######## dmem_arbiter_flat ########
dmem_arbiter_flat, cell placement:
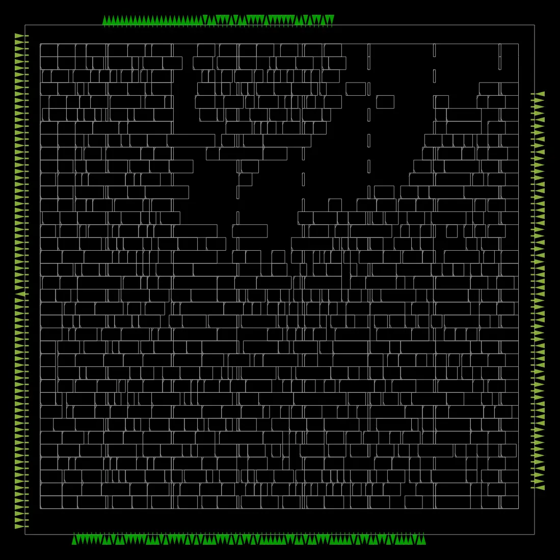
dmem_arbiter_flat, the metal 2 layer:
Scale bar: 20 um.
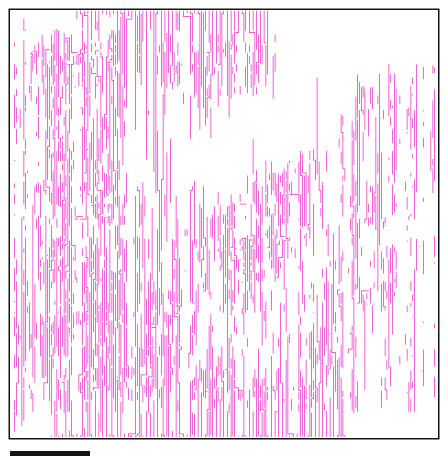
--- config.mk ---
export PLATFORM = sky130hd
export DESIGN_NAME = dmem_arbiter_flat
export DESIGN_NICKNAME = d
export VERILOG_FILES = /design/src/rtl/dmem_arbiter_pkg.sv /design/src/rtl/dmem_arbiter_if.sv /design/src/rtl/dmem_arbiter_rr.sv /design/src/rtl/dmem_arbiter.sv /design/src/flat_wrapper.sv
export SDC_FILE = /design/constraint.sdc
export NUM_CORES = 1
export LEC_CHECK = 0
export CORE_MARGIN = 3
export CORE_UTILIZATION = 28
export DETAILED_ROUTE_END_ITERATION = 8
export GPL_TIMING_DRIVEN = 0
export PLACE_DENSITY = 0.84
export SKIP_LAST_GASP = 1
export SLEW_MARGIN = 20
export SYNTH_ARGS = -nofsm -noshare
export SYNTH_HDL_FRONTEND = slang
export SYNTH_SLANG_ARGS = --single-unit
export TNS_END_PERCENT = 30
--- constraint.sdc ---
create_clock -name clk -period 2.1 [get_ports clk]
set_input_delay 0.42 -clock clk [delete_from_list [all_inputs] [get_ports clk]]
set_output_delay 0.42 -clock clk [all_outputs]
set_load 0.03 [all_outputs]
--- src/rtl/dmem_arbiter_pkg.sv ---
// Shared types and helpers for the data-memory arbiter.
// The address legality check sits here so that later bus arbiters apply the same rule.
package dmem_arb_pkg;

    typedef enum logic {
        ARB  = 1'b0,
        LOCK = 1'b1
    } arb_state_e;

    localparam int NUM_REQ = 2;

    // A byte address is legal when it is word aligned and its word index is below depth.
    function automatic logic addr_legal(input logic [31:0] addr, input int unsigned depth);
        return (addr[1:0] == 2'b00) && ({2'b00, addr[31:2]} < depth);
    endfunction

endpackage

--- src/rtl/dmem_arbiter_if.sv ---
// Request/response bundle between the two requesters and the data-memory arbiter.
interface dmem_arbiter_if #(
    parameter int DATA_W = 32
);
    import dmem_arb_pkg::*;

    // Handshake: requester n raises req_valid[n] and holds we/lock/addr/wdata stable;
    // the transfer happens in the cycle where req_valid[n] & req_ready[n]. Exactly one
    // cycle later rsp_valid[n] pulses for one cycle with rsp_err/rsp_rdata qualified by it.
    logic [NUM_REQ-1:0]             req_valid;
    logic [NUM_REQ-1:0]             req_ready;
    logic [NUM_REQ-1:0]             req_we;
    logic [NUM_REQ-1:0]             req_lock;
    logic [NUM_REQ-1:0][31:0]       req_addr;
    logic [NUM_REQ-1:0][DATA_W-1:0] req_wdata;
    logic [NUM_REQ-1:0]             rsp_valid;
    logic                           rsp_err;
    logic [DATA_W-1:0]              rsp_rdata;

    modport master (
        output req_valid, req_we, req_lock, req_addr, req_wdata,
        input  req_ready, rsp_valid, rsp_err, rsp_rdata
    );

    modport slave (
        input  req_valid, req_we, req_lock, req_addr, req_wdata,
        output req_ready, rsp_valid, rsp_err, rsp_rdata
    );

endinterface

--- src/rtl/dmem_arbiter_rr.sv ---
// Two-input round-robin grant with its own pointer; after any accepted grant the
// pointer moves to the requester that was not granted.
module rr_arbiter2 (
    input  logic       clk,
    input  logic       reset,
    input  logic [1:0] req,
    input  logic       advance,
    output logic [1:0] grant,
    output logic       grant_idx,
    output logic       ptr
);

    logic ptr_q;

    always_comb begin
        grant     = 2'b00;
        grant_idx = 1'b0;
        if (req == 2'b11) begin
            grant_idx = ptr_q;
            grant     = ptr_q ? 2'b10 : 2'b01;
        end else if (req[1]) begin
            grant_idx = 1'b1;
            grant     = 2'b10;
        end else if (req[0]) begin
            grant = 2'b01;
        end
    end

    always_ff @(posedge clk) begin
        if (reset) begin
            ptr_q <= 1'b0;
        end else if (advance) begin
            ptr_q <= ~grant_idx;
        end
    end

    assign ptr = ptr_q;

endmodule

--- src/rtl/dmem_arbiter.sv ---
// Arbiter/sequencer sharing one single-port data memory between two requesters,
// with round-robin fairness, an optional bus lock with idle timeout, and address checking.
module dmem_arbiter
    import dmem_arb_pkg::*;
#(
    parameter int DATA_W       = 32,
    parameter int DEPTH        = 32,
    parameter int LOCK_TIMEOUT = 8
) (
    input  logic              clk,
    input  logic              reset,
    dmem_arbiter_if.slave     bus,
    output logic              mem_write,
    output logic              mem_read,
    output logic [31:0]       mem_addr,
    output logic [DATA_W-1:0] mem_wd,
    input  logic [DATA_W-1:0] mem_rd,
    output arb_state_e        dbg_state,
    output logic              dbg_rr_ptr
);

    localparam logic [7:0] TIMEOUT_LAST = 8'(LOCK_TIMEOUT - 1);

    arb_state_e        state_q, state_d;
    logic              owner_q, owner_d;
    logic [7:0]        cnt_q, cnt_d;
    logic [1:0]        eligible;
    logic [1:0]        grant;
    logic              gidx;
    logic              accept;
    logic              legal;
    logic              rr_ptr;
    logic [1:0]        rsp_valid_q;
    logic              rsp_err_q;
    logic [DATA_W-1:0] rsp_rdata_q;

    // While locked only the owner may compete; reset blocks every grant.
    always_comb begin
        eligible = bus.req_valid;
        if (state_q == LOCK) begin
            eligible = bus.req_valid & (owner_q ? 2'b10 : 2'b01);
        end
        if (reset) begin
            eligible = 2'b00;
        end
    end

    rr_arbiter2 u_rr (
        .clk       (clk),
        .reset     (reset),
        .req       (eligible),
        .advance   (accept),
        .grant     (grant),
        .grant_idx (gidx),
        .ptr       (rr_ptr)
    );

    assign accept        = |grant;
    assign bus.req_ready = grant;
    assign legal         = addr_legal(bus.req_addr[gidx], DEPTH);

    always_comb begin
        mem_write = 1'b0;
        mem_read  = 1'b0;
        mem_addr  = '0;
        mem_wd    = '0;
        if (accept) begin
            mem_addr  = bus.req_addr[gidx];
            mem_wd    = bus.req_wdata[gidx];
            mem_write = bus.req_we[gidx] & legal;
            mem_read  = ~bus.req_we[gidx] & legal;
        end
    end

    always_ff @(posedge clk) begin
        if (reset) begin
            state_q <= ARB;
            owner_q <= 1'b0;
            cnt_q   <= '0;
        end else begin
            state_q <= state_d;
            owner_q <= owner_d;
            cnt_q   <= cnt_d;
        end
    end

    always_comb begin
        state_d = state_q;
        owner_d = owner_q;
        cnt_d   = cnt_q;
        case (state_q)
            ARB: begin
                if (accept && bus.req_lock[gidx]) begin
                    state_d = LOCK;
                    owner_d = gidx;
                    cnt_d   = '0;
                end
            end
            LOCK: begin
                if (accept) begin
                    cnt_d = '0;
                    if (!bus.req_lock[gidx]) begin
                        state_d = ARB;
                    end
                end else if (!bus.req_valid[owner_q]) begin
                    // The owner's last idle cycle before timeout hands the bus back.
                    if (cnt_q == TIMEOUT_LAST) begin
                        state_d = ARB;
                        cnt_d   = '0;
                    end else begin
                        cnt_d = cnt_q + 8'd1;
                    end
                end
            end
            default: state_d = ARB;
        endcase
    end

    always_ff @(posedge clk) begin
        if (reset) begin
            rsp_valid_q <= '0;
            rsp_err_q   <= 1'b0;
            rsp_rdata_q <= '0;
        end else begin
            rsp_valid_q <= grant;
            rsp_err_q   <= accept & ~legal;
            rsp_rdata_q <= (accept && legal && !bus.req_we[gidx]) ? mem_rd : '0;
        end
    end

    // A response still in flight when reset arrives is dropped immediately.
    assign bus.rsp_valid = rsp_valid_q & {2{~reset}};
    assign bus.rsp_err   = rsp_err_q & ~reset;
    assign bus.rsp_rdata = reset ? '0 : rsp_rdata_q;

    assign dbg_state  = state_q;
    assign dbg_rr_ptr = rr_ptr;

endmodule

--- src/flat_wrapper.sv ---
// flat-port wrapper written by rule: the top's interface ports become plain ports
module dmem_arbiter_flat import dmem_arb_pkg::*;
#(
    parameter int DATA_W       = 32,
    parameter int DEPTH        = 32,
    parameter int LOCK_TIMEOUT = 8
)
  (clk, reset, mem_write, mem_read, mem_addr, mem_wd, mem_rd, dbg_state, dbg_rr_ptr, bus_req_valid, bus_req_we, bus_req_lock, bus_req_addr, bus_req_wdata, bus_req_ready, bus_rsp_valid, bus_rsp_err, bus_rsp_rdata);
  dmem_arbiter_if #(.DATA_W(DATA_W)) bus_i ();
  input  logic clk;
  input  logic reset;
  output logic mem_write;
  output logic mem_read;
  output logic [31:0] mem_addr;
  output logic [DATA_W-1:0] mem_wd;
  input  logic [DATA_W-1:0] mem_rd;
  output arb_state_e dbg_state;
  output logic dbg_rr_ptr;
  input wire logic [$bits(bus_i.req_valid)-1:0] bus_req_valid;
  input wire logic [$bits(bus_i.req_we)-1:0] bus_req_we;
  input wire logic [$bits(bus_i.req_lock)-1:0] bus_req_lock;
  input wire logic [$bits(bus_i.req_addr)-1:0] bus_req_addr;
  input wire logic [$bits(bus_i.req_wdata)-1:0] bus_req_wdata;
  output wire logic [$bits(bus_i.req_ready)-1:0] bus_req_ready;
  output wire logic [$bits(bus_i.rsp_valid)-1:0] bus_rsp_valid;
  output wire logic [$bits(bus_i.rsp_err)-1:0] bus_rsp_err;
  output wire logic [$bits(bus_i.rsp_rdata)-1:0] bus_rsp_rdata;
  assign bus_i.req_valid = bus_req_valid;
  assign bus_i.req_we = bus_req_we;
  assign bus_i.req_lock = bus_req_lock;
  assign bus_i.req_addr = bus_req_addr;
  assign bus_i.req_wdata = bus_req_wdata;
  assign bus_req_ready = bus_i.req_ready;
  assign bus_rsp_valid = bus_i.rsp_valid;
  assign bus_rsp_err = bus_i.rsp_err;
  assign bus_rsp_rdata = bus_i.rsp_rdata;
  dmem_arbiter #(.DATA_W(DATA_W), .DEPTH(DEPTH), .LOCK_TIMEOUT(LOCK_TIMEOUT)) u_core (.clk(clk), .reset(reset), .bus(bus_i), .mem_write(mem_write), .mem_read(mem_read), .mem_addr(mem_addr), .mem_wd(mem_wd), .mem_rd(mem_rd), .dbg_state(dbg_state), .dbg_rr_ptr(dbg_rr_ptr));
endmodule
==> impl_metrics.csv <==
group,metric,value,unit
yosys,ys_sh_xor,0.00914,
final_layout,largest_class,"buffers",
die,design.core.area,0.00986,mm^2
final_timing,whs,534,ps
final_layout,ff_latch_area,930,um^2
route,routed-wl-met2,8420,um
pwr,vdd_drop_max,266,uV
critical_path,cp-start-kind,"input port",
final_layout,drive_gt1_frac,0.321,
critical_path,cp.depth,8,
final_timing,hold_viol_final,0,
status,outcome,"finished with violations",
route,drtIter0Drc,271,
yosys,enable_flop_cells,0,
final_layout,signal_buffers,349,
yosys,yosysUniqueCellTypes,39,
final_timing,worst_slack,-594,ps
final_timing,fin_crit,2690,ps
final_timing,final-setup-viol-count,123,
final_layout,lay_top_cells,"clkdlybuf4s50_1 (154), nand2_1 (106), buf_6 (75)",
flow_run,drv_cap,0,
final_layout,clock_area_frac,0.0153,
critical_path,reg2reg_to,"u_core.rsp_rdata_q[23]",
status,violations,"setup timing",
final_layout,clock_buffers,5,
pwr,power.total,0.00299,W
yosys,synthesis.nets,600,
pwr,pg_clk,0.000659,W
## Picture notes: 'cell placement' of dmem_arbiter_flat
Flop Count: 46
register share of the cell area: 0.126
number of fill cells: 618
Tapcell Cnt: 133

## Picture notes: 'the metal 2 layer' of dmem_arbiter_flat
share of all routed wire: 52%
longest straight run: 52.2 um
nets with wire on the layer: 839
main direction: vertical
wire length on this layer: 8420 um

## repair_timing
action | CTS | global route
hold endpoints to repair | 0 | 0
gates cloned | 9 | 4
buffers inserted | 15 | 16
pin swaps | 22 | 46
endpoints found under the setup margin | 143 | 142
resized | 477 | 218
## flip-flops by register name (all words and copies together) (netlist names)
name	cells
u_core.rsp_rdata_q	32
u_core.cnt_q	8
u_core.owner_q	1
u_core.u_rr.ptr	1
u_core.rsp_valid_q	2
u_core.rsp_err_q	1
u_core.dbg_state	1
## synth_stat cells, types with 2 or more instances
cell type  number  area (um^2)
nor4_1         12         75.1
dfxtp_1        46          921
nand2b_1        3         18.8
o21ai_0         3         15.0
clkbuf_1       27          101
nor2b_1        37          231
or3_1           4         25.0
a31oi_1         3         18.8
mux2i_1         3         30.0
nor2_1          4         15.0
inv_1           2         7.51
nor3_1          8         40.0
nand3_1        43          215
a211oi_1        3         22.5
buf_1           4         15.0
o21a_1          2         15.0
a21oi_1        31          155
buf_6           3         33.8
nand2_1       136          510
xnor2_1         3         26.3
and3_1         34          213
nand4_1         3         18.8

######## conv_tile_engine ########
===== config.mk =====
export PLATFORM = sky130hd
export DESIGN_NAME = conv_tile_engine
export DESIGN_NICKNAME = d
export VERILOG_FILES = /design/src/rtl/conv_pkg.sv /design/src/rtl/dot_lanes.sv /design/src/rtl/conv_tile_engine.sv
export SDC_FILE = /design/constraint.sdc
export NUM_CORES = 2
export LEC_CHECK = 0
export ABC_AREA = 1
export CORE_MARGIN = 4
export CORE_UTILIZATION = 55
export DETAILED_ROUTE_END_ITERATION = 12
export PLACE_DENSITY = 0.8
export SLEW_MARGIN = 20
export SYNTH_ARGS = -nofsm -noshare
export SYNTH_HDL_FRONTEND = slang
export SYNTH_SLANG_ARGS = --single-unit

===== constraint.sdc =====
create_clock -name clk -period 21.6 [get_ports clk]
set_input_delay 4.32 -clock clk [delete_from_list [all_inputs] [get_ports clk]]
set_output_delay 4.32 -clock clk [all_outputs]
set_load 0.01 [all_outputs]

===== src/rtl/conv_pkg.sv =====
// Shared types and arithmetic helpers for the convolution tile engine.
package conv_pkg;

  typedef enum logic [2:0] {
    IDLE = 3'd0,
    RD   = 3'd1,
    LAST = 3'd2,
    WR   = 3'd3,
    DONE = 3'd4
  } state_e;

  // Working width for the shift/saturate helper; wide enough for any sane ACC_W.
  localparam int SAT_W = 64;

  // Accumulator width that cannot overflow for LANES products summed over up to 2^CW-1 passes.
  function automatic int acc_w(input int lanes, input int dw, input int cw);
    return 2 * dw + $clog2(lanes) + cw;
  endfunction

  // Arithmetic right shift, then clamp to the signed range of a dw-bit value.
  function automatic logic signed [SAT_W-1:0] sat_shift(input logic signed [SAT_W-1:0] v,
                                                         input int dw, input int sh);
    logic signed [SAT_W-1:0] s;
    logic signed [SAT_W-1:0] hi;
    logic signed [SAT_W-1:0] lo;
    s  = v >>> sh;
    hi = (64'sd1 <<< (dw - 1)) - 64'sd1;
    lo = -hi - 64'sd1;
    if (s > hi) return hi;
    if (s < lo) return lo;
    return s;
  endfunction

endpackage


===== src/rtl/dot_lanes.sv =====
// Combinational LANES-wide signed dot product; lane 0 sits in the MSBs of each word.
module dot_lanes #(
  parameter int LANES = 4,
  parameter int DW    = 16,
  parameter int OW    = 2 * DW + $clog2(LANES)
) (
  input  logic [LANES*DW-1:0] a_i,
  input  logic [LANES*DW-1:0] b_i,
  output logic signed [OW-1:0] sum_o
);

  logic signed [DW-1:0]   a_l;
  logic signed [DW-1:0]   b_l;
  logic signed [2*DW-1:0] prod;

  // Multiply each lane pair at full 2*DW precision and sum into the widened result.
  always_comb begin
    sum_o = '0;
    a_l   = '0;
    b_l   = '0;
    prod  = '0;
    for (int l = 0; l < LANES; l++) begin
      a_l   = a_i[(LANES-1-l)*DW +: DW];
      b_l   = b_i[(LANES-1-l)*DW +: DW];
      prod  = (2*DW)'(a_l) * (2*DW)'(b_l);
      sum_o = sum_o + OW'(prod);
    end
  end

endmodule


===== src/rtl/conv_tile_engine.sv =====
// Output-tile sequencer: address generation, multi-pass accumulation, saturation,
// channel packing and output writes, with start/busy/done and zero-config error.
//
// state | meaning
// IDLE  | waiting for start; config latched on acceptance
// RD    | one IFM/weight read per cycle for k = 0..n_acc-1
// LAST  | fold in final read data, saturate into pack slot oc
// WR    | write packed word for pixel p
// DONE  | one-cycle done pulse
module conv_tile_engine
  import conv_pkg::*;
#(
  parameter int LANES = 4,
  parameter int DW    = 16,
  parameter int AW    = 8,
  parameter int CW    = 8,
  parameter int SHIFT = 0
) (
  input  logic                clk,
  input  logic                rst,
  input  logic                start,
  input  logic                abort,
  input  logic [CW-1:0]       n_pix,
  input  logic [CW-1:0]       n_acc,
  output logic                busy,
  output logic                done,
  output logic                err,
  output logic                ifm_en,
  output logic [AW-1:0]       ifm_addr,
  input  logic [LANES*DW-1:0] ifm_rdata,
  output logic                w_en,
  output logic [AW-1:0]       w_addr,
  input  logic [LANES*DW-1:0] w_rdata,
  output logic                out_we,
  output logic [AW-1:0]       out_addr,
  output logic [LANES*DW-1:0] out_wdata
);

  localparam int ACC_W = acc_w(LANES, DW, CW);
  localparam int DOT_W = 2 * DW + $clog2(LANES);
  localparam int OCW   = (LANES > 1) ? $clog2(LANES) : 1;
  localparam logic [OCW-1:0] OC_LAST = OCW'(LANES - 1);

  state_e                  state_q, state_d;
  logic [CW-1:0]           n_pix_q, n_pix_d, n_acc_q, n_acc_d;
  logic [CW-1:0]           p_q, p_d, k_q, k_d;
  logic [OCW-1:0]          oc_q, oc_d;
  logic [AW-1:0]           ifm_base_q, ifm_base_d, ifm_addr_q, ifm_addr_d, w_addr_q, w_addr_d;
  logic signed [ACC_W-1:0] acc_q, acc_d, acc_sum;
  logic [LANES*DW-1:0]     pack_q, pack_d;
  logic                    err_q, err_d, vld_q;
  logic signed [DOT_W-1:0] dot;
  logic signed [SAT_W-1:0] sat_v;
  logic                    start_ok, zero_cfg;

  dot_lanes #(.LANES(LANES), .DW(DW)) u_dot (
    .a_i   (ifm_rdata),
    .b_i   (w_rdata),
    .sum_o (dot)
  );

  // abort has priority over a coincident start in IDLE
  assign start_ok = start && !abort;
  assign zero_cfg = (n_pix == '0) || (n_acc == '0);
  assign acc_sum  = acc_q + ACC_W'(dot);
  assign sat_v    = sat_shift(SAT_W'(acc_sum), DW, SHIFT);

  assign busy      = (state_q != IDLE);
  assign done      = (state_q == DONE);
  assign ifm_en    = (state_q == RD);
  assign w_en      = (state_q == RD);
  assign out_we    = (state_q == WR);
  assign ifm_addr  = ifm_addr_q;
  assign w_addr    = w_addr_q;
  assign out_addr  = AW'(p_q);
  assign out_wdata = pack_q;
  assign err       = err_q;

  // Next-state decode; abort from any active state returns to IDLE.
  always_comb begin
    state_d = state_q;
    unique case (state_q)
      IDLE:    if (start_ok) state_d = zero_cfg ? DONE : RD;
      RD:      if (k_q == '0) state_d = LAST;
      LAST:    state_d = (oc_q == OC_LAST) ? WR : RD;
      WR:      state_d = (p_q == n_pix_q - CW'(1)) ? DONE : RD;
      DONE:    state_d = IDLE;
      default: state_d = IDLE;
    endcase
    if (abort && (state_q != IDLE)) state_d = IDLE;
  end

  // Counters, running-adder addresses, accumulator and pack register.
  always_comb begin
    n_pix_d    = n_pix_q;
    n_acc_d    = n_acc_q;
    p_d        = p_q;
    k_d        = k_q;
    oc_d       = oc_q;
    ifm_base_d = ifm_base_q;
    ifm_addr_d = ifm_addr_q;
    w_addr_d   = w_addr_q;
    acc_d      = acc_q;
    pack_d     = pack_q;
    err_d      = err_q;
    unique case (state_q)
      IDLE: if (start_ok) begin
        n_pix_d    = n_pix;
        n_acc_d    = n_acc;
        err_d      = zero_cfg;
        p_d        = '0;
        oc_d       = '0;
        k_d        = n_acc - CW'(1);
        ifm_base_d = '0;
        ifm_addr_d = '0;
        w_addr_d   = '0;
        acc_d      = '0;
      end
      RD: begin
        ifm_addr_d = ifm_addr_q + AW'(1);
        w_addr_d   = w_addr_q + AW'(1);
        k_d        = k_q - CW'(1);
        // the first RD of a pass has no read data in flight yet
        if (vld_q) acc_d = acc_sum;
      end
      LAST: begin
        pack_d[(LANES-1-int'(oc_q))*DW +: DW] = sat_v[DW-1:0];
        acc_d = '0;
        k_d   = n_acc_q - CW'(1);
        if (oc_q == OC_LAST) begin
          oc_d = '0;
        end else begin
          // same pixel again for the next output channel; weights keep running
          oc_d       = oc_q + OCW'(1);
          ifm_addr_d = ifm_base_q;
        end
      end
      WR: begin
        p_d        = p_q + CW'(1);
        ifm_base_d = ifm_base_q + AW'(n_acc_q);
        ifm_addr_d = ifm_base_q + AW'(n_acc_q);
        w_addr_d   = '0;
      end
      default: ;
    endcase
  end

  // State and datapath registers with asynchronous reset.
  always_ff @(posedge clk or posedge rst) begin
    if (rst) begin
      state_q    <= IDLE;
      n_pix_q    <= '0;
      n_acc_q    <= '0;
      p_q        <= '0;
      k_q        <= '0;
      oc_q       <= '0;
      ifm_base_q <= '0;
      ifm_addr_q <= '0;
      w_addr_q   <= '0;
      acc_q      <= '0;
      pack_q     <= '0;
      err_q      <= 1'b0;
      vld_q      <= 1'b0;
    end else begin
      state_q    <= state_d;
      n_pix_q    <= n_pix_d;
      n_acc_q    <= n_acc_d;
      p_q        <= p_d;
      k_q        <= k_d;
      oc_q       <= oc_d;
      ifm_base_q <= ifm_base_d;
      ifm_addr_q <= ifm_addr_d;
      w_addr_q   <= w_addr_d;
      acc_q      <= acc_d;
      pack_q     <= pack_d;
      err_q      <= err_d;
      vld_q      <= (state_q == RD);
    end
  end

endmodule

conv_tile_engine, routed metal, one colour a layer:
Only two layers are drawn.
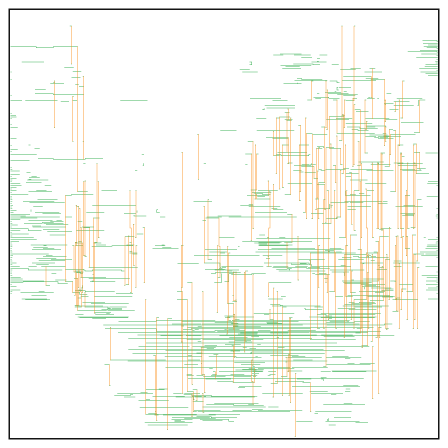
legend:
  green:
    layer: metal 3
    wire_length: 12000 um
  orange:
    layer: metal 4
    wire_length: 9000 um

==> impl_metrics.csv <==
group,metric,value,unit
status,outcome,"finished, final reports clean",
final_layout,ff_latch_area,0.00423,mm^2
die,fp.dieW,323,um
yosys,ys_seq_share,0.0774,
global_routing,met3_usage,0.0519,
worst_hold_path,holdPathStages,1,
critical_path,path_max_fanout,16,
final_timing,hold_viol_final,0,
yosys,mux_area_frac,0,
final_layout,largest_register_ffs,64,
critical_path,r2r-start,"acc_q[15]",
critical_path,cp.depth,33,
global_routing,grt_max_degree,96,
final_layout,clock_buffers,21,
global_routing,met2_usage,0.520,
global_routing,antenna_found_initial,3,
final_layout,area_growth,7.03,%
critical_path,worstSetupEndpointType,"flip-flop",
global_routing,grt_overflow,0,
cts,cts_resized,0,
cts,htree_levels,4,
yosys,syn_area,0.0547,mm^2
final_layout,logic_gate_count,3962,
critical_path,cp.arrival,15130,ps
die,io_pins,242,
yosys,synth_chip_area,0.0547,mm^2
final_layout,largest_class,"logic gates",
global_routing,use_met1,0.367,
[metrics by stage]
step / setup WS, ps / hold WS (ps) / utilization / std cells
6_report: 6850 / 467 / 0.594 / 7874
5_1_grt: 6360 / 488 / 0.594 / 7874
4_1_cts: 6920 / 473 / 0.594 / 7871
3_5_place_dp: 6490 / 461 / 0.588 / 7840
3_3_place_gp: 6720 / 460 / 0.588 / 7840
2_1_floorplan: 8830 / 468 / - / 6538
[cell usage in the layout, fill, tap and decap left out, drive strengths merged]
cell type	netlist	layout
o221ai	3	3
o311ai	2	2
or2	41	41
ha	346	346
clkinv	2	6
nor3b	1	1
nand4	22	22
buf	11	24
nand3b	11	11
fa	1371	1371
inv	2155	2160
nand3	106	106
o22ai	4	4
bufinv	0	1
clkbuf	239	21
a22o	1	1
o21bai	10	10
nand2	1588	1588
o32ai	1	1
nor2	168	168
nor4	7	7
a2111oi	1	1
and2	2	2
o21ai	159	159
diode	0	3
xor2	25	25
nor3	16	16
dfrtp	169	169
xnor2	14	14
and3	2	2
clkdlybuf4s50	0	241
o211ai	12	12
a32o	3	3
a21oi	46	46

######## sl_arbiter ########
sl_arbiter, routed metal, one colour a layer:
Only two layers are drawn.
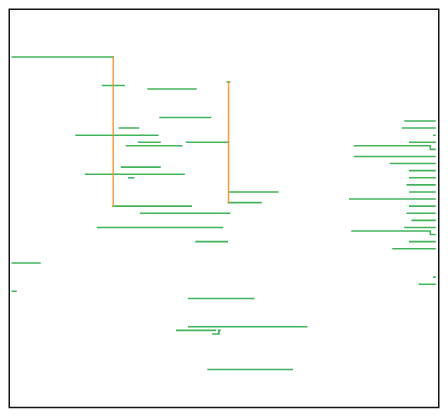
sl_arbiter, cell placement:
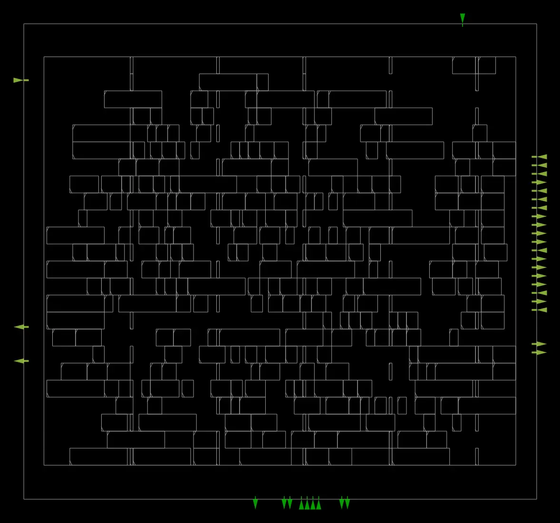
--- config.mk ---
export PLATFORM = sky130hd
export DESIGN_NAME = sl_arbiter
export DESIGN_NICKNAME = d
export VERILOG_FILES = /design/src/rtl/ice_bus_pkg.sv /design/src/rtl/rr_pick.sv /design/src/rtl/sl_arbiter.sv
export SDC_FILE = /design/constraint.sdc
export NUM_CORES = 1
export LEC_CHECK = 0
export CAP_MARGIN = 20
export CELL_PAD_IN_SITES_DETAIL_PLACEMENT = 0
export CELL_PAD_IN_SITES_GLOBAL_PLACEMENT = 1
export CORE_AREA = 3 3 79 73
export DETAILED_ROUTE_END_ITERATION = 10
export DIE_AREA = 0 0 82 76
export PLACE_DENSITY = 0.84
export SYNTH_ARGS = -nofsm -noshare
export SYNTH_HDL_FRONTEND = slang
export SYNTH_SLANG_ARGS = --single-unit
--- constraint.sdc ---
create_clock -name clk -period 7.45 [get_ports clk]
set_clock_uncertainty 0.05 [all_clocks]
set_input_delay 1.49 -clock clk [delete_from_list [all_inputs] [get_ports clk]]
set_output_delay 1.49 -clock clk [all_outputs]
set_load 0.005 [all_outputs]
--- src/rtl/ice_bus_pkg.sv ---
// Shared slave-bus definitions: arbiter state encoding and idle-timeout width.
package ice_bus_pkg;

  typedef enum logic [1:0] {
    ST_IDLE    = 2'd0,
    ST_SETTLE  = 2'd1,
    ST_XFER    = 2'd2,
    ST_RELEASE = 2'd3
  } bus_state_t;

  localparam int TIMEOUT_W = 16;
  localparam logic [TIMEOUT_W-1:0] TIMEOUT_DEFAULT = 16'd65535;

endpackage

--- src/rtl/rr_pick.sv ---
// Round-robin search: first set request bit at or after ptr, wrapping modulo N.
// Purely combinational; ptr must be below N.
module rr_pick #(
  parameter int N = 4
) (
  input  logic [N-1:0] req,
  input  logic [2:0]   ptr,
  output logic [2:0]   idx,
  output logic         found
);

  logic [7:0] req_ext;
  logic [3:0] cand;

  assign req_ext = 8'(req);

  always_comb begin
    idx   = '0;
    found = 1'b0;
    cand  = '0;
    for (int k = 0; k < N; k++) begin
      cand = {1'b0, ptr} + 4'(k);
      if (cand >= 4'(N)) cand = cand - 4'(N);
      if (!found && req_ext[cand[2:0]]) begin
        found = 1'b1;
        idx   = cand[2:0];
      end
    end
  end

endmodule

--- src/rtl/sl_arbiter.sv ---
// Round-robin slave-bus arbiter: grants one requester per frame and streams its
// bytes to the uplink, one bubble cycle per byte, with an idle-timeout release.
module sl_arbiter
  import ice_bus_pkg::*;
#(
  parameter int                     NUM_REQ = 4,
  parameter logic [TIMEOUT_W-1:0]   TIMEOUT = TIMEOUT_DEFAULT
) (
  input  logic               clk,
  input  logic               reset_n,
  input  logic [NUM_REQ-1:0] sl_arb_request,
  output logic [NUM_REQ-1:0] sl_arb_grant,
  input  logic [7:0]         sl_data,
  output logic               sl_data_latch,
  output logic [7:0]         tx_data,
  output logic               tx_valid,
  input  logic               tx_ready,
  output logic [2:0]         grant_idx,
  output logic               busy,
  output logic               timeout_err
);

  localparam logic [NUM_REQ-1:0] GRANT_ONE = NUM_REQ'(1);

  bus_state_t           state, state_nxt;
  logic [2:0]           rr_ptr, rr_ptr_nxt, grant_idx_nxt, pick_idx;
  logic                 pick_found;
  logic [TIMEOUT_W-1:0] idle_cnt, idle_cnt_nxt, idle_inc;
  logic [NUM_REQ-1:0]   grant_nxt;
  logic [7:0]           req_ext;
  logic                 req_granted;

  rr_pick #(.N(NUM_REQ)) u_rr_pick (
    .req   (sl_arb_request),
    .ptr   (rr_ptr),
    .idx   (pick_idx),
    .found (pick_found)
  );

  assign req_ext     = 8'(sl_arb_request);
  assign req_granted = req_ext[grant_idx];
  assign idle_inc    = idle_cnt + TIMEOUT_W'(1);
  assign busy        = (state != ST_IDLE);
  // Bus data only passes through while a byte is actually offered.
  assign tx_data     = tx_valid ? sl_data : 8'h00;

  always_comb begin
    state_nxt     = state;
    grant_idx_nxt = grant_idx;
    rr_ptr_nxt    = rr_ptr;
    idle_cnt_nxt  = idle_cnt;
    grant_nxt     = sl_arb_grant;
    tx_valid      = 1'b0;
    sl_data_latch = 1'b0;
    timeout_err   = 1'b0;
    unique case (state)
      ST_IDLE: begin
        grant_nxt = '0;
        if (pick_found) begin
          grant_idx_nxt = pick_idx;
          grant_nxt     = GRANT_ONE << pick_idx;
          idle_cnt_nxt  = '0;
          state_nxt     = ST_SETTLE;
        end
      end
      ST_SETTLE: state_nxt = ST_XFER;
      ST_XFER: begin
        if (!req_granted) begin
          grant_nxt = '0;
          state_nxt = ST_RELEASE;
        end else begin
          tx_valid = 1'b1;
          if (tx_ready) begin
            sl_data_latch = 1'b1;
            idle_cnt_nxt  = '0;
            state_nxt     = ST_SETTLE;
          end else if (idle_inc == TIMEOUT) begin
            // Stalled consumer: abandon the frame rather than block the bus.
            timeout_err = 1'b1;
            grant_nxt   = '0;
            state_nxt   = ST_RELEASE;
          end else begin
            idle_cnt_nxt = idle_inc;
          end
        end
      end
      ST_RELEASE: begin
        grant_nxt  = '0;
        rr_ptr_nxt = (grant_idx == 3'(NUM_REQ - 1)) ? 3'd0 : grant_idx + 3'd1;
        state_nxt  = ST_IDLE;
      end
      default: state_nxt = ST_IDLE;
    endcase
  end

  always_ff @(posedge clk or negedge reset_n) begin
    if (!reset_n) begin
      state        <= ST_IDLE;
      grant_idx    <= '0;
      rr_ptr       <= '0;
      idle_cnt     <= '0;
      sl_arb_grant <= '0;
    end else begin
      state        <= state_nxt;
      grant_idx    <= grant_idx_nxt;
      rr_ptr       <= rr_ptr_nxt;
      idle_cnt     <= idle_cnt_nxt;
      sl_arb_grant <= grant_nxt;
    end
  end

endmodule

==> impl_metrics.csv <==
group,metric,value,unit
pwr,power.total,0.000713,W
pwr,vdd_drop_max,185,uV
final_layout,signal_buffers,34,
final_timing,slew_viol_final,0,
yosys,area_leaders,"dfrtp_1 (32%), nand2_1 (3.6%), a21oi_1 (3.2%)",
yosys,synth-adder-area-share,0.0287,
critical_path,path_max_fanout,12,
final_timing,hold_viol_final,0,
flow_run,warnings,28,
cts,cts_resized,0,
yosys,ys_ff,28,
yosys,synthSimpleGateAreaFrac,0.259,
die,design.core.area,0.00492,mm^2
die,io_pins,34,
final_layout,ff_latch_area,701,um^2
final_layout,final_nets,291,
cts,cts_max_path_buffers,2,
yosys,synth_chip_area,0.00218,mm^2
yosys,ys_sh_xor,0.0121,
yosys,synth_cells,248,
final_timing,rsz0062_at_grt,"no",
final_timing,slew-limit-headroom,0.571,
final_layout,lay_top_cells,"clkdlybuf4s50_1 (33), dfrtp_1 (28), nand2_1 (21)",
global_routing,top_usage_layer,"met1",
place,dpl.hpwl,4080,um
final_layout,area_growth,18.7,%
final_timing,fin_crit,4980,ps
yosys,enable_flop_cells,0,
final_timing,max_freq,0.201,GHz
final_layout,largest_class,"logic gates",
global_routing,track_usage,0.189,
global_routing,met2_usage,0.264,
yosys,ys_seq_share,0.321,
flow_run,drv_cap,0,
final_timing,tightest_slew,644,ps
cts,cts_setup_buffers,0,
yosys,synth.top_cells.by_count,"dfrtp_1 (28), nand2_1 (21), a21oi_1 (14)",
yosys,async_reset_ff_frac,1.00,
yosys,synth_area_leader_cell,"dfrtp_1",
status,outcome,"finished, final reports clean",
cts,cts.clk_slew.worst_paths,100,ps
critical_path,critical_path_required,5910,ps
route,routed-wl-met2,2250,um
yosys,flop_cell,"dfrtp_1",
pwr,leakagePower,1.02,nW
About 'routed metal, one colour a layer' of sl_arbiter:
legend:
  orange:
    layer: metal 4
    wire_length: 51.7 um
  green:
    layer: metal 3
    wire_length: 402 um

About 'cell placement' of sl_arbiter:
row cnt: 24
number of fill cells: 484
Core Util, Final: 0.525
register share of the cell area: 0.271
Flop Count: 28

[critical path, cell delays in order]
cell             delay [ps]
clkdlybuf4s50_1         500
mux4_2                  520
and3_1                  290
and2_1                  200
clkdlybuf4s50_1         440
[path summary, 6_finish.rpt]
kind	start	end	slack (ps)	depth (start not counted)
hold reg to reg	sl_arb_grant[0]	sl_arb_grant[0]	460	1
hold / removal	sl_arb_grant[0]	sl_arb_grant[0]	460	1
setup reg to reg	rr_ptr[0]	idle_cnt[0]	4430	8
min in group asynchronous	reset_n	idle_cnt[5]	1540	2
max in group asynchronous	reset_n	grant_idx[0]	5540	2
setup / recovery	sl_arb_request[0]	tx_data[5]	2470	5
[stage by stage]
stage	cells	hold slack (ps)	util	cell area [um^2]	worst slack, ps
after global placement	331	433	0.511	2520	2450
after global routing	335	494	0.525	2590	2370
final	335	461	0.525	2590	2470
after detailed placement	331	434	0.511	2520	2450
after floorplan	248	433	-	2180	3420
after CTS	335	463	0.525	2590	2440
[power breakdown]
part | internal [W] | leakage [nW] | total (W) | switching, W
Clock | 0.0000720 | 0.0357 | 0.000122 | 0.0000504
Combinational | 0.000178 | 0.610 | 0.000373 | 0.000194
Sequential | 0.000176 | 0.379 | 0.000218 | 0.0000426


==> screenshots <==
Wires at chosen ports, followed through buffers.
(a)
Scale bar: 20 um.
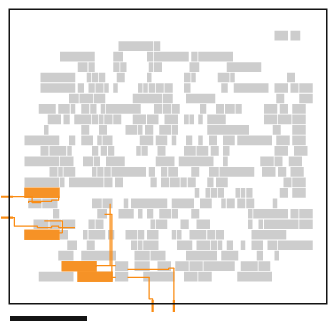
(b)
Scale bar: 20 um.
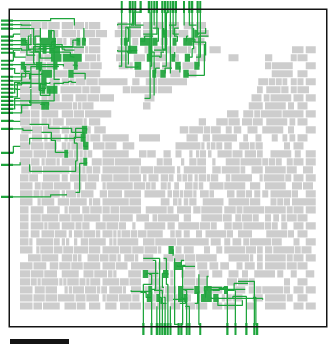
(c)
Scale bar: 100 um.
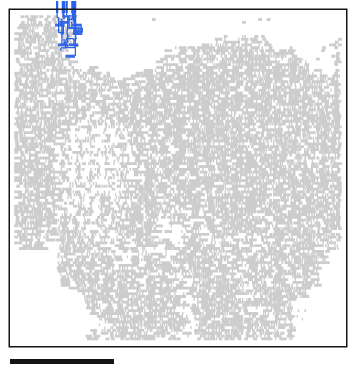
The one with the largest die is (c).
The one with the smallest die is (a).
- (a) = sl_arbiter
- (b) = dmem_arbiter_flat
- (c) = conv_tile_engine

Power and IR drop assume default switching activity.
